######## design 1 ########
### Placed standard cells, design 1

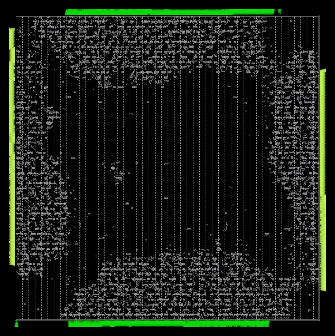

**config.mk**
```make
export PLATFORM = sky130hd
export DESIGN_NAME = mem_arbiter
export DESIGN_NICKNAME = d
export VERILOG_FILES = /design/src/rtl/mem_arb_pkg.sv /design/src/rtl/mem_arbiter_pick.sv /design/src/rtl/mem_arbiter.sv
export SDC_FILE = /design/constraint.sdc
export NUM_CORES = 2
export LEC_CHECK = 0
export ABC_AREA = 1
export ABC_CLOCK_PERIOD_IN_PS = 2700
export CAP_MARGIN = 30
export CORE_AREA = 2 2 663 665
export DETAILED_ROUTE_END_ITERATION = 8
export DIE_AREA = 0 0 665 667
export PLACE_DENSITY = 0.3
export SLEW_MARGIN = 0
export SYNTH_ARGS = -nofsm -noshare
export SYNTH_HDL_FRONTEND = slang
export SYNTH_SLANG_ARGS = --single-unit
```
**constraint.sdc**
```tcl
create_clock -name clk -period 2.7 [get_ports clk]
set_clock_uncertainty 0.15 [all_clocks]
set_input_delay 0.54 -clock clk [delete_from_list [all_inputs] [get_ports clk]]
set_output_delay 0.54 -clock clk [all_outputs]
set_load 0.01 [all_outputs]
```
**src/rtl/mem_arb_pkg.sv**
```systemverilog
// mem_arb_pkg: state encoding, owner codes and default widths for mem_arbiter
package mem_arb_pkg;
    localparam int LINE_WORDS      = 16;
    localparam int ADDR_W_DEF      = 32;
    localparam int DATA_W_DEF      = 32;
    localparam int LINE_W_DEF      = LINE_WORDS * DATA_W_DEF;
    localparam int OFFSET_BITS_DEF = 4;
    localparam int READ_LAT_DEF    = 1;
    localparam logic OWNER_I = 1'b0;
    localparam logic OWNER_D = 1'b1;
    typedef enum logic [2:0] {
        ST_IDLE,
        ST_RD_ISSUE,
        ST_RD_WAIT,
        ST_WR_PULSE,
        ST_WR_RECOV,
        ST_RESP
    } state_t;
endpackage

```
**src/rtl/mem_arbiter_pick.sv**
```systemverilog
// arb_pick: combinational I/D picker; round-robin on ties when MEM_ARB_RR_EN is defined, else D wins
//   clk, reset  : clock and sync active-high reset (round-robin build only)
//   en_i        : a grant is taken this cycle (round-robin build only)
//   i_req_i     : I-cache request
//   d_req_i     : D-cache request
//   owner_o     : winner, OWNER_I or OWNER_D
module arb_pick
    import mem_arb_pkg::*;
(
`ifdef MEM_ARB_RR_EN
    input  logic clk,
    input  logic reset,
    input  logic en_i,
`endif
    input  logic i_req_i,
    input  logic d_req_i,
    output logic owner_o
);
`ifdef MEM_ARB_RR_EN
    logic last_q, last_d;
    // on a tie the requester not granted last wins
    always_comb owner_o = (i_req_i && d_req_i) ? ((last_q == OWNER_D) ? OWNER_I : OWNER_D)
                                               : (d_req_i ? OWNER_D : OWNER_I);
    always_comb last_d = (en_i && (i_req_i || d_req_i)) ? owner_o : last_q;
    always_ff @(posedge clk) last_q <= reset ? OWNER_D : last_d;
`else
    // fixed priority needs no history
    always_comb owner_o = d_req_i ? OWNER_D : OWNER_I;
`endif
endmodule

```
**src/rtl/mem_arbiter.sv**
```systemverilog
// mem_arbiter: shares main_memory between I-cache line reads and D-cache line reads / word stores
//   Build option MEM_ARB_RR_EN: round-robin tie-break (default: D-cache wins ties).
//   clk, reset          : clock, synchronous active-high reset
//   i_req/i_addr        : I-cache line read request (held until i_ack)
//   i_ack/i_line        : 1-cycle completion pulse, returned line (held)
//   d_req/d_we/d_addr/d_wdata : D-cache request; d_we=1 word store, 0 line read
//   d_ack/d_line        : 1-cycle completion pulse, returned line (held)
//   mem_address/mem_dataIn/mem_RWMode/mem_hit : drive main_memory
//   mem_busy/mem_dataOut: from main_memory
module mem_arbiter
    import mem_arb_pkg::*;
#(
    parameter int ADDR_W      = ADDR_W_DEF,
    parameter int DATA_W      = DATA_W_DEF,
    parameter int LINE_W      = LINE_W_DEF,
    parameter int OFFSET_BITS = OFFSET_BITS_DEF,
    parameter int READ_LAT    = READ_LAT_DEF
) (
    input  logic              clk,
    input  logic              reset,
    input  logic              i_req,
    input  logic [ADDR_W-1:0] i_addr,
    output logic              i_ack,
    output logic [LINE_W-1:0] i_line,
    input  logic              d_req,
    input  logic              d_we,
    input  logic [ADDR_W-1:0] d_addr,
    input  logic [DATA_W-1:0] d_wdata,
    output logic              d_ack,
    output logic [LINE_W-1:0] d_line,
    output logic [ADDR_W-1:0] mem_address,
    output logic [DATA_W-1:0] mem_dataIn,
    output logic              mem_RWMode,
    output logic              mem_hit,
    input  logic              mem_busy,
    input  logic [LINE_W-1:0] mem_dataOut
);
    localparam int CNT_W = $clog2(READ_LAT + 1);
    localparam logic [ADDR_W-1:0] ALIGN_MASK = {ADDR_W{1'b1}} << OFFSET_BITS;

    state_t            state_q, state_d;
    logic [CNT_W-1:0]  cnt_q, cnt_d;
    logic              owner_q, owner_d;
    logic [ADDR_W-1:0] addr_q, addr_d;
    logic [DATA_W-1:0] wdata_q, wdata_d;
    logic [LINE_W-1:0] i_line_q, i_line_d, d_line_q, d_line_d;
    logic              pick, grant_we;

    arb_pick u_pick (
`ifdef MEM_ARB_RR_EN
        .clk     (clk),
        .reset   (reset),
        .en_i    (state_q == ST_IDLE),
`endif
        .i_req_i (i_req),
        .d_req_i (d_req),
        .owner_o (pick)
    );

    assign grant_we = (pick == OWNER_D) && d_we;

    always_comb begin
        state_d  = state_q;
        cnt_d    = cnt_q;
        owner_d  = owner_q;
        addr_d   = addr_q;
        wdata_d  = wdata_q;
        i_line_d = i_line_q;
        d_line_d = d_line_q;
        case (state_q)
            ST_IDLE: if (i_req || d_req) begin
                owner_d = pick;
                // reads fetch the whole line, stores hit the exact word
                addr_d  = ((pick == OWNER_D) ? d_addr : i_addr) & (grant_we ? {ADDR_W{1'b1}} : ALIGN_MASK);
                wdata_d = grant_we ? d_wdata : wdata_q;
                state_d = grant_we ? ST_WR_PULSE : ST_RD_ISSUE;
            end
            ST_RD_ISSUE: if (!mem_busy) begin
                cnt_d   = CNT_W'(READ_LAT);
                state_d = ST_RD_WAIT;
            end
            ST_RD_WAIT: begin
                cnt_d = cnt_q - CNT_W'(1);
                if (cnt_q == CNT_W'(1)) begin
                    i_line_d = (owner_q == OWNER_I) ? mem_dataOut : i_line_q;
                    d_line_d = (owner_q == OWNER_D) ? mem_dataOut : d_line_q;
                    state_d  = ST_RESP;
                end
            end
            // recovery cycle guarantees a fresh RWMode rising edge for the next store
            ST_WR_PULSE: state_d = ST_WR_RECOV;
            ST_WR_RECOV: state_d = ST_RESP;
            default:     state_d = ST_IDLE;
        endcase
    end

    always_ff @(posedge clk) begin
        if (reset) begin
            state_q  <= ST_IDLE;
            cnt_q    <= '0;
            owner_q  <= OWNER_D;
            addr_q   <= '0;
            wdata_q  <= '0;
            i_line_q <= '0;
            d_line_q <= '0;
        end else begin
            state_q  <= state_d;
            cnt_q    <= cnt_d;
            owner_q  <= owner_d;
            addr_q   <= addr_d;
            wdata_q  <= wdata_d;
            i_line_q <= i_line_d;
            d_line_q <= d_line_d;
        end
    end

    assign mem_address = addr_q;
    assign mem_dataIn  = wdata_q;
    assign mem_RWMode  = state_q == ST_WR_PULSE;
    assign mem_hit     = !(state_q == ST_RD_ISSUE || state_q == ST_RD_WAIT);
    assign i_ack       = (state_q == ST_RESP) && (owner_q == OWNER_I);
    assign d_ack       = (state_q == ST_RESP) && (owner_q == OWNER_D);
    assign i_line      = i_line_q;
    assign d_line      = d_line_q;
endmodule

```
######## design 2 ########
### config.mk
export PLATFORM = sky130hd
export DESIGN_NAME = vlan_tag_walker
export DESIGN_NICKNAME = d
export VERILOG_FILES = /design/src/rtl/eth_parser_pkg.sv /design/src/rtl/vlan_tpid_match.sv /design/src/rtl/vlan_tag_walker.sv
export SDC_FILE = /design/constraint.sdc
export NUM_CORES = 1
export LEC_CHECK = 0
export ABC_AREA = 1
export CAP_MARGIN = 0
export CORE_MARGIN = 2
export CORE_UTILIZATION = 47
export CTS_BUF_LIST = sky130_fd_sc_hd__clkbuf_8
export CTS_CLUSTER_DIAMETER = 30
export DETAILED_ROUTE_END_ITERATION = 6
export PLACE_DENSITY = 0.71
export REMOVE_ABC_BUFFERS = 1
export SYNTH_ARGS = -nofsm -noshare
export SYNTH_HDL_FRONTEND = slang
export SYNTH_SLANG_ARGS = --single-unit
### constraint.sdc
create_clock -name clk -period 2.7 [get_ports clk]
set_input_delay 0.405 -clock clk [delete_from_list [all_inputs] [get_ports clk]]
set_output_delay 0.405 -clock clk [all_outputs]
set_load 0.03 [all_outputs]
### src/rtl/eth_parser_pkg.sv
// Shared L2 parsing types and constants: ethertype type, TPID values, header lengths.
package eth_parser_pkg;

    typedef logic [15:0] ethertype_t;

    localparam ethertype_t ETHERTYPE_VLAN = 16'h8100;
    localparam ethertype_t ETHERTYPE_QINQ = 16'h88A8;

    localparam logic [4:0] L2_HEADER_NO_VLAN = 5'd14;
    localparam logic [4:0] L2_HEADER_VLAN    = 5'd18;

    // Each resolved tag adds 4 bytes to the untagged 14-byte header.
    function automatic logic [4:0] l2_len(input logic [2:0] tags);
        return L2_HEADER_NO_VLAN + {tags, 2'b00};
    endfunction

endpackage

### src/rtl/vlan_tpid_match.sv
// Combinational TPID classifier; the 802.1ad TPID counts as a tag only when
// VLAN_QINQ_EN is defined.
module vlan_tpid_match
    import eth_parser_pkg::*;
#(
    parameter ethertype_t TPID_8021Q  = ETHERTYPE_VLAN,
    parameter ethertype_t TPID_8021AD = ETHERTYPE_QINQ
) (
    input  ethertype_t value,
    output logic       is_tpid
);

`ifdef VLAN_QINQ_EN
    localparam bit QINQ_EN = 1'b1;
`else
    localparam bit QINQ_EN = 1'b0;
`endif

    assign is_tpid = (value == TPID_8021Q) || (QINQ_EN && (value == TPID_8021AD));

endmodule

### src/rtl/vlan_tag_walker.sv
// Walks stacked VLAN tags of a byte-serial Ethernet frame and publishes the
// resolved ethertype, tag VIDs and header length. QinQ TPID gated by VLAN_QINQ_EN.
module vlan_tag_walker
    import eth_parser_pkg::*;
#(
    parameter int         MAX_TAGS    = 2,
    parameter ethertype_t TPID_8021Q  = ETHERTYPE_VLAN,
    parameter ethertype_t TPID_8021AD = ETHERTYPE_QINQ
) (
    input  logic        clk,
    input  logic        rst_n,
    input  logic        in_valid,
    output logic        in_ready,
    input  logic [7:0]  in_data,
    input  logic        in_sop,
    input  logic        in_eop,
    output logic        res_valid,
    input  logic        res_ready,
    output logic [2:0]  vlan_count,
    output logic [11:0] outer_vid,
    output logic [11:0] inner_vid,
    output ethertype_t  resolved_ethertype,
    output logic [4:0]  l2_header_len,
    output logic        tag_overflow,
    output logic        runt
);

    typedef enum logic [2:0] {IDLE, MAC, ETYPE, TCI, DRAIN} state_t;

    localparam logic [2:0] MAX_CNT = 3'(MAX_TAGS);

    state_t      state;
    logic [4:0]  cnt;
    logic [7:0]  hi_byte;
    logic [3:0]  tci_nib;
    logic [2:0]  w_count, nxt_count;
    logic [11:0] w_outer, w_inner, nxt_outer, nxt_inner;
    logic        accept, is_tpid, take_tag;
    logic        pub, pub_runt, pub_ovf;
    ethertype_t  pub_etype, etype_val;

    assign in_ready  = !res_valid || res_ready;
    assign accept    = in_valid && in_ready;
    assign etype_val = {hi_byte, in_data};
    assign take_tag  = is_tpid && (w_count < MAX_CNT);

    vlan_tpid_match #(
        .TPID_8021Q (TPID_8021Q),
        .TPID_8021AD(TPID_8021AD)
    ) u_match (
        .value  (etype_val),
        .is_tpid(is_tpid)
    );

    // Working fields after this beat, plus whether this beat publishes a result.
    always_comb begin
        nxt_count = w_count;
        nxt_outer = w_outer;
        nxt_inner = w_inner;
        pub       = 1'b0;
        pub_runt  = 1'b0;
        pub_ovf   = 1'b0;
        pub_etype = '0;
        if (accept) begin
            if (in_sop) begin
                nxt_count = '0;
                nxt_outer = '0;
                nxt_inner = '0;
                pub       = in_eop;
                pub_runt  = in_eop;
            end else begin
                case (state)
                    MAC: begin
                        pub      = in_eop;
                        pub_runt = in_eop;
                    end
                    ETYPE: begin
                        if (cnt[0] && !take_tag) begin
                            pub       = 1'b1;
                            pub_ovf   = is_tpid;
                            pub_etype = etype_val;
                        end else begin
                            pub      = in_eop;
                            pub_runt = in_eop;
                        end
                    end
                    TCI: begin
                        if (cnt[0]) begin
                            if (w_count == 3'd0) nxt_outer = {tci_nib, in_data};
                            else if (w_count == 3'd1) nxt_inner = {tci_nib, in_data};
                            nxt_count = w_count + 3'd1;
                        end
                        pub      = in_eop;
                        pub_runt = in_eop;
                    end
                    default: ;
                endcase
            end
        end
    end

    always_ff @(posedge clk or negedge rst_n) begin
        if (!rst_n) begin
            state              <= IDLE;
            cnt                <= '0;
            hi_byte            <= '0;
            tci_nib            <= '0;
            w_count            <= '0;
            w_outer            <= '0;
            w_inner            <= '0;
            res_valid          <= 1'b0;
            vlan_count         <= '0;
            outer_vid          <= '0;
            inner_vid          <= '0;
            resolved_ethertype <= '0;
            l2_header_len      <= L2_HEADER_NO_VLAN;
            tag_overflow       <= 1'b0;
            runt               <= 1'b0;
        end else begin
            w_count <= nxt_count;
            w_outer <= nxt_outer;
            w_inner <= nxt_inner;

            // A publish only happens on an accepted beat, so a stalled result is never overwritten.
            if (pub) begin
                res_valid          <= 1'b1;
                vlan_count         <= nxt_count;
                outer_vid          <= nxt_outer;
                inner_vid          <= nxt_inner;
                resolved_ethertype <= pub_etype;
                l2_header_len      <= l2_len(nxt_count);
                tag_overflow       <= pub_ovf;
                runt               <= pub_runt;
            end else if (res_ready) begin
                res_valid <= 1'b0;
            end

            if (accept) begin
                if (in_sop) begin
                    cnt   <= 5'd1;
                    state <= in_eop ? IDLE : MAC;
                end else begin
                    case (state)
                        MAC: begin
                            cnt <= cnt + 5'd1;
                            if (in_eop)            state <= IDLE;
                            else if (cnt == 5'd11) state <= ETYPE;
                        end
                        ETYPE: begin
                            cnt <= cnt + 5'd1;
                            if (!cnt[0]) hi_byte <= in_data;
                            if (in_eop)      state <= IDLE;
                            else if (cnt[0]) state <= take_tag ? TCI : DRAIN;
                        end
                        TCI: begin
                            cnt <= cnt + 5'd1;
                            if (!cnt[0]) tci_nib <= in_data[3:0];
                            if (in_eop)      state <= IDLE;
                            else if (cnt[0]) state <= ETYPE;
                        end
                        DRAIN: if (in_eop) state <= IDLE;
                        default: ;
                    endcase
                end
            end
        end
    end

endmodule

######## design 3 ########
==> src/rtl/serial_bit_pkg.sv <==
// Shared definitions for the single-wire serial path (transmit and capture ends).
package serial_bit_pkg;

  localparam int unsigned SBT_WIDTH = 8;
  localparam int unsigned SBT_DIV   = 4;

  typedef enum logic [1:0] {
    IDLE  = 2'd0,
    SHIFT = 2'd1,
    PAR   = 2'd2,
    FIN   = 2'd3
  } sbt_state_e;

endpackage

==> src/rtl/bit_tick_gen.sv <==
// Bit-period divider: counts 0..DIV-1 while enabled, ticks on the last cycle of each period.
module bit_tick_gen #(
  parameter int unsigned DIV = 4
) (
  input  logic clk,
  input  logic rst_n,
  input  logic clr,
  input  logic en,
  output logic tick
);

  localparam int unsigned   CW   = (DIV > 1) ? $clog2(DIV) : 1;
  localparam logic [CW-1:0] LAST = CW'(DIV - 1);

  logic [CW-1:0] cnt;

  assign tick = en && (cnt == LAST);

  always_ff @(posedge clk or negedge rst_n) begin
    if (!rst_n) begin
      cnt <= '0;
    end else if (clr) begin
      cnt <= '0;
    end else if (en) begin
      cnt <= (cnt == LAST) ? '0 : cnt + 1'b1;
    end
  end

endmodule

==> src/rtl/serial_bit_tx.sv <==
// MSB-first parallel-to-serial driver, each bit held DIV cycles.
// Optional even-parity bit after the data word when SERIAL_BIT_TX_PARITY_EN is defined.
module serial_bit_tx
  import serial_bit_pkg::*;
#(
  parameter int unsigned WIDTH    = SBT_WIDTH,
  parameter int unsigned DIV      = SBT_DIV,
  parameter logic        IDLE_LVL = 1'b0
) (
  input  logic             clk,
  input  logic             rst_n,
  input  logic [WIDTH-1:0] din,
  input  logic             din_valid,
  output logic             din_ready,
  output logic             dout,
  output logic             busy,
  output logic             done
);

  localparam int unsigned   BW       = $clog2(WIDTH + 1);
  localparam logic [BW-1:0] LAST_BIT = BW'(WIDTH);

  sbt_state_e       state;
  logic [WIDTH-1:0] sr;
  logic [BW-1:0]    bitcnt;
  logic             tick;
  logic             accept;
  logic             running;
`ifdef SERIAL_BIT_TX_PARITY_EN
  logic             par;
`endif

  assign accept  = din_valid && din_ready;
  assign running = (state == SHIFT) || (state == PAR);

  bit_tick_gen #(.DIV(DIV)) u_tick (
    .clk   (clk),
    .rst_n (rst_n),
    .clr   (accept),
    .en    (running),
    .tick  (tick)
  );

  always_ff @(posedge clk or negedge rst_n) begin
    if (!rst_n) begin
      state     <= IDLE;
      sr        <= '0;
      bitcnt    <= '0;
      dout      <= IDLE_LVL;
      busy      <= 1'b0;
      done      <= 1'b0;
      din_ready <= 1'b0;
`ifdef SERIAL_BIT_TX_PARITY_EN
      par       <= 1'b0;
`endif
    end else begin
      done <= 1'b0;
      case (state)
        // FIN also accepts so back-to-back words carry no extra idle cycle
        IDLE, FIN: begin
          if (accept) begin
            state     <= SHIFT;
            sr        <= din;
            bitcnt    <= BW'(1);
            dout      <= din[WIDTH-1];
            busy      <= 1'b1;
            din_ready <= 1'b0;
`ifdef SERIAL_BIT_TX_PARITY_EN
            par       <= ^din;
`endif
          end else begin
            state     <= IDLE;
            dout      <= IDLE_LVL;
            busy      <= 1'b0;
            din_ready <= 1'b1;
          end
        end
        SHIFT: begin
          if (tick) begin
            if (bitcnt == LAST_BIT) begin
`ifdef SERIAL_BIT_TX_PARITY_EN
              state <= PAR;
              dout  <= par;
`else
              state     <= FIN;
              done      <= 1'b1;
              busy      <= 1'b0;
              dout      <= IDLE_LVL;
              din_ready <= 1'b1;
`endif
            end else begin
              sr     <= sr << 1;
              dout   <= sr[WIDTH-2];
              bitcnt <= bitcnt + 1'b1;
            end
          end
        end
`ifdef SERIAL_BIT_TX_PARITY_EN
        PAR: begin
          if (tick) begin
            state     <= FIN;
            done      <= 1'b1;
            busy      <= 1'b0;
            dout      <= IDLE_LVL;
            din_ready <= 1'b1;
          end
        end
`endif
        default: begin
          state     <= IDLE;
          dout      <= IDLE_LVL;
          busy      <= 1'b0;
          din_ready <= 1'b0;
        end
      endcase
    end
  end

endmodule

==> config.mk <==
export PLATFORM = sky130hd
export DESIGN_NAME = serial_bit_tx
export DESIGN_NICKNAME = d
export VERILOG_FILES = /design/src/rtl/serial_bit_pkg.sv /design/src/rtl/bit_tick_gen.sv /design/src/rtl/serial_bit_tx.sv
export SDC_FILE = /design/constraint.sdc
export NUM_CORES = 1
export LEC_CHECK = 0
export ABC_AREA = 0
export CORE_MARGIN = 10
export CORE_UTILIZATION = 55
export CTS_CLUSTER_DIAMETER = 30
export CTS_CLUSTER_SIZE = 25
export DETAILED_ROUTE_END_ITERATION = 16
export PLACE_DENSITY = 0.83
export SLEW_MARGIN = 10
export SYNTH_ARGS = -nofsm -noshare
export SYNTH_HDL_FRONTEND = slang
export SYNTH_SLANG_ARGS = --single-unit
export TNS_END_PERCENT = 100
==> constraint.sdc <==
create_clock -name clk -period 4.4 [get_ports clk]
set_input_delay 0.44 -clock clk [delete_from_list [all_inputs] [get_ports clk]]
set_output_delay 0.44 -clock clk [all_outputs]
set_load 0.02 [all_outputs]
### Placed standard cells, design 2

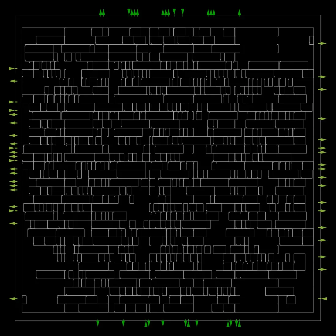
number of core rows: 34
end-of-flow core utilization: 59.8%
count of non-filler cells in the finished layout: 678
sequential share of cell area: 45.9%

==> Table 3: Implementation characteristics, design 2 <==
Implementation parameters

Parameter                              Value

Placed design
  Cell Area, Placed .................. a little over 5000 sq um
  Final HPWL from detailed placement .................. roughly 6.4 mm

Synthesis
  Adder-cell area share of the yosys netlist .................. 1.46%
  Post-Synthesis Cells .................. 500
  Top cell type by total area after synthesis .................. sky130_fd_sc_hd__dfrtp_1
  Area fraction in xor and xnor cells .................. 0%
  Post-synth mux share .................. 0%
  Chip area from the yosys synthesis statistics .................. 4270 sq um

Layout
  Storage element area .................. ~2400 sq um
  Clock tree buffer count of the final layout .................. 9
  Antenna diodes .................. 0
  Number of combinational gates with multiple inputs .................. 289
  Area growth from synthesis to layout .................. 22.5%

Clock network
  Clock sinks .................. ~96
  Post-CTS setup buffer count .................. 0
  Post-CTS Resized .................. 0

Setup path
  Worst EP required .................. approximately 2.3 ns
  Slowest CP cell .................. sky130_fd_sc_hd__clkdlybuf4s50_1
  Cells on worst reg2reg path .................. 9
  Most used cell, CP .................. sky130_fd_sc_hd__clkdlybuf4s50_1
  Kind of cell with the highest combined delay on the critical path .................. buffers and inverters

Power and ir drop
  Largest vdd supply drop .................. approximately 0.36 mV
  Switching share of power .................. a little under two fifths
  Power per standard cell area .................. 813 nW/um^2
  Clock Power Share .................. between 20% and 30%
  Logic gate share of total power .................. a little under a third
  Largest power group .................. registers

Status
  Run status .................. finished, final reports clean

Final timing
  Worst-case headroom to the max-slew limit .................. 63.1%
  Final Skew .................. between 0.01 and 0.015 ns

Global route
  Global-route wire length before repair .................. between 15 and 20 mm

Die
  Total die size .................. a little under 10000 sq um
  Core footprint .................. between 8000 and 9000 sq um

Route
  Total DRC errors in the routed layout .................. 0

Job
  Number of warning messages in the logs .................. 27
==> design 2: metal layers <==
layer | routed length [um] | GRT usage, %
met1 | 4440 | 28.0
met2 | 4330 | 31.5
met3 | 343 | 3.51
met4 | 62 | 5.58
met5 | 0 | 0
==> design 2: flip-flops by register name, summed over array words and instances, names as in the netlist, 3 cells and up <==
register	count
state	3
w_outer	12
w_count	3
resolved_ethertype	16
hi_byte	8
vlan_count	3
tci_nib	4
inner_vid	12
cnt	5
l2_header_len	3
outer_vid	12
w_inner	12
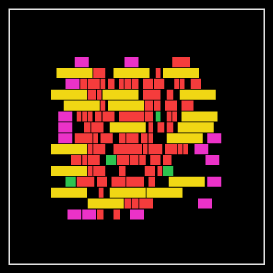
*Cell classes on the final placement, design 3*
(4 px per um)
Key: clock drivers and dummy loads = green [cells 4, share of their area 2.3%]; other buffers and delay cells = magenta [cells 14, share of their area 12%]; flip-flops = yellow [cells 19, share of their area 41%]; all other logic = red [cells 77, share of their area 44%]
core footprint: 1750 sq um
number of core rows: 15
post-route standard cell area excluding fillers: 1180 sq um
sequential share of cell area: 40.2%

==> Table 3: Implementation characteristics, design 3 <==
Implementation parameters

Parameter                              Value

Setup path
  Largest fanout on the critical path .................. 18
  Worst setup path end .................. sr[3]
  Slowest CP cell .................. sky130_fd_sc_hd__nand4b_1
  Peak per-stage delay on the critical path .................. about 0.64 ns
  Sum of buffers and inverters on the critical path .................. 0
  Cells on worst reg2reg path .................. 4

Global route
  Global-route wire length before repair .................. 3.54 mm

Power and ir drop
  Logic gate share of total power .................. approximately 42%
  Int Pwr .................. around 0.4 mW
  Seq power .................. about 0.28 mW

Synthesis
  Leading cell type by number of instances after synthesis .................. sky130_fd_sc_hd__dfrtp_1
  Number of nets at floorplan .................. around 120
  Area fraction in xor and xnor cells .................. less than 1%
  Sequential area share after synthesis .................. a little under half
  Largest non-sequential cell family by area .................. AND-OR/OR-AND gates
  Main area contributors .................. sky130_fd_sc_hd__dfrtp_1 (46%), sky130_fd_sc_hd__ha_1 (6.1%), sky130_fd_sc_hd__o32ai_1 (5.1%)
  Chip area from the yosys synthesis statistics .................. 1030 sq um
  Number of cells in Yosys stat .................. roughly 100

Layout
  Max-area cell class .................. registers
  Fraction of layout cells with a size suffix above 1 .................. under 10%
  Most common cell after layout, fill and taps aside .................. sky130_fd_sc_hd__dfrtp_1
  Clock tree buffer count of the final layout .................. 4
  Combinational gate area .................. between 400 and 500 sq um
  Fillers .................. around 140

Status
  Run status .................. finished, final reports clean

Placed design
  Cell Area, Placed .................. 1160 sq um
  Placed cell count .................. around 140
  Setup slack after placement .................. about 2.2 ns
  Placer congestion estimate .................. approximately 0.80
  Final HPWL from detailed placement .................. roughly 1.5 mm

Clock network
  Clock latency on the worst-skew pair .................. about 0.30 ns
  Post-CTS setup buffer count .................. 0

Final timing
  Setup repair after global routing missed its margin .................. no
[design 3: layer usage]
layer	vias to the layer above	GRT usage (%)	part of all wire, %
li1	389	-	-
met1	372	13.5	47
met5	-	0	0
met4	0	3.28	1.0
met2	22	15.2	46
met3	2	3.89	5.9
[design 3: flip-flops by register name, summed over array words and instances (netlist names)]
signal	cells
sr	7
dout	1
done	1
din_ready	1
state	2
busy	1
u_tick.cnt	2
bitcnt	4
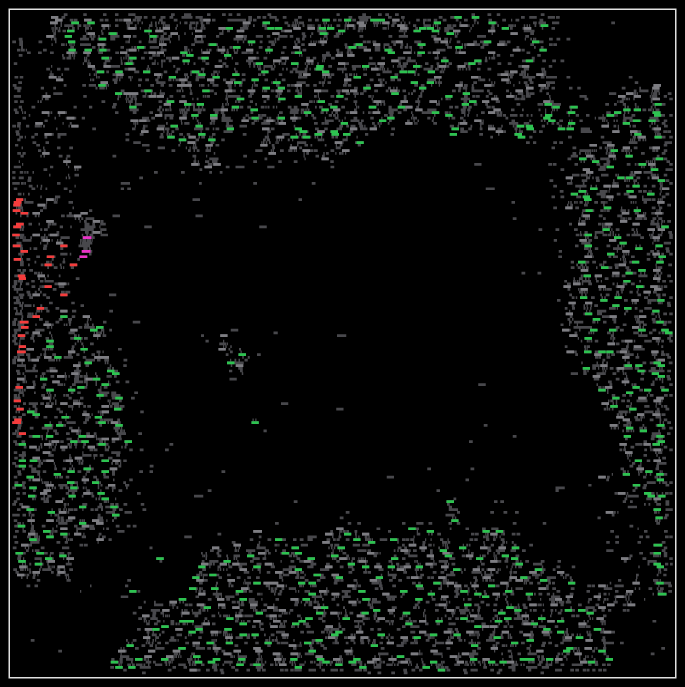
*Sequential cells coloured by netlist name, design 1*
(1 px per um) Other sequential cells in the stronger grey, the rest of the logic in the fainter grey.
Key: d_line = green [sequential cells 512, where widely spread]; state_q = magenta [sequential cells 3]; mem_dataIn = red [sequential cells 32]
Seq power: 18.9 mW
end-of-flow core utilization: 16.2%
sequential share of cell area: 31.1%
storage element area: 21900 sq um

## Picture notes: 'Placed standard cells' of design 1
sequential cell count of the final layout: 1093
number of well taps: 5757
count of non-filler cells in the finished layout: 13500
core footprint: 437000 sq um

==> Table 3: Implementation characteristics, design 1 <==
Implementation parameters

Parameter                              Value

Setup path
  Worst Setup Path Type .................. reg -> out
  Worst EP required .................. between 2 and 2.5 ns
  Arrival time of the worst setup path .................. 1.91 ns
  Cell-by-cell trace of the critical path .................. clkdlybuf4s50_1
  Peak per-stage delay on the critical path .................. roughly 0.6 ns

Global route
  Global router's overall resource usage .................. between 10% and 20%
  Via count of the first global-routing pass .................. roughly 42000
  Total gr overflow .................. 0

Synthesis
  And+or+nand+nor area frac .................. 30.0%
  Main area contributors .................. sky130_fd_sc_hd__dfxtp_1 (53%), sky130_fd_sc_hd__nor2_1 (19%), sky130_fd_sc_hd__nand2_1 (10%)
  Average size of a mapped cell .................. 6.98 sq um
  Unique cell type count in the Yosys netlist .................. 22
  Post-synth mux share .................. 0%
  Leading cell type by number of instances after synthesis .................. sky130_fd_sc_hd__nor2_1
  Sequential area share after synthesis .................. a little over half
  Area fraction in xor and xnor cells .................. 0%
  Flip-flop and latch count after synthesis .................. approximately 1100
  Largest non-sequential cell family by area .................. simple AND/OR/NAND/NOR gates
  Area share, top type .................. between 50 and 60%

Status
  Run status .................. finished, final reports clean

Clock network
  H-tree lvl count .................. 4
  Buffer cell driving the clock tree root .................. sky130_fd_sc_hd__clkbuf_16
  Clock latency on the worst-skew pair .................. slightly below 0.9 ns
  Clock sinks .................. between 1000 and 1500
  TritonCTS clock tree .................. built
  Clock transition at the register clock pins on the worst setup and hold paths after CTS .................. approximately 0.060 ns

Die
  Die width .................. roughly 670 um

Final timing
  Pin slew with the least headroom to its limit .................. 0.740 ns
  Post-layout period usage of the worst path .................. a little over nine tenths
  Setup Total Neg Slack .................. 0 ns
  Worst-case headroom to the max-slew limit .................. around half
  Max-slew violation total from the final report .................. 0

Power and ir drop
  Switching Power .................. approximately 17 mW
  Logic gate share of total power .................. 23.0%
  Leakage component of the power .................. ~29 nW
  Clock Power Share .................. 40.5%
  Switching share of power .................. around a third
  Power, Total .................. roughly 52 mW

Hold path
  Hold wc startpoint .................. mem_dataOut[42]

Route
  Detailed-router iteration count before antenna repair .................. 5

Layout
  Signal buffers share of area .................. about a quarter
  Most common cell after layout, fill and taps aside .................. sky130_fd_sc_hd__nor2_1
  Fillers .................. approximately 50000
  Fraction of layout cells with a size suffix above 1 .................. 5.65%
  Net count reported at finish .................. a little over 8000

Placed design
  Placed cell count .................. 13100
design 1: power by group through the flow:
stage	registers [mW]	logic (mW)	clock network, mW
detailed placement	19.2	12.2	0
finish	18.9	11.9	20.9
floorplan	19.7	3.83	0
global placement	19.1	12.3	0
CTS	18.9	12.2	21.9
global route	19.1	12.9	22.4
design 1: per-layer routing:
layer	GRT usage, %	wire (um)	vias to the layer above
li1	-	-	21000
met1	15.6	126000	20300
met2	28.2	181000	1723
met3	6.41	34300	702
met4	4.43	11800	112
met5	0	755	-


==> gallery <==
Routed metal, one colour a layer.
shot_01.png
(1 px per um) Only two layers are drawn.
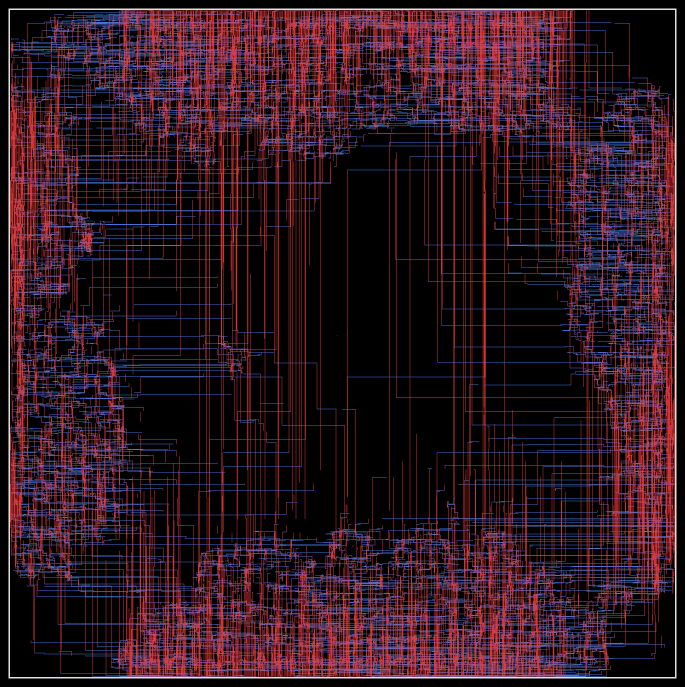
shot_02.png
(6 px per um) Only two layers are drawn.
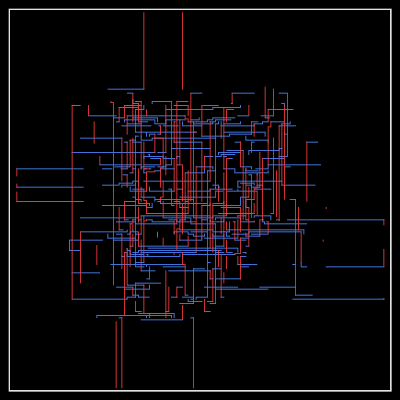
shot_03.png
(4 px per um) Only two layers are drawn.
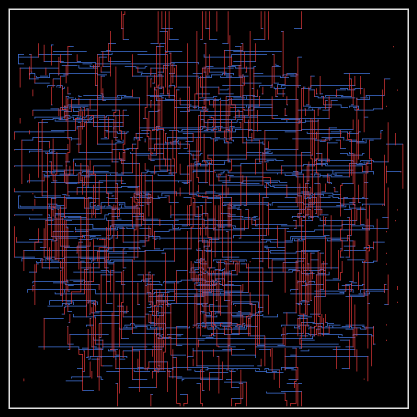
| picture | from |
|---|---|
| shot_03.png | design 2 |
| shot_01.png | design 1 |
| shot_02.png | design 3 |
- most wire: shot_01.png
- largest die: shot_01.png

No activity file was given, so power comes from the tool's default toggle rates.
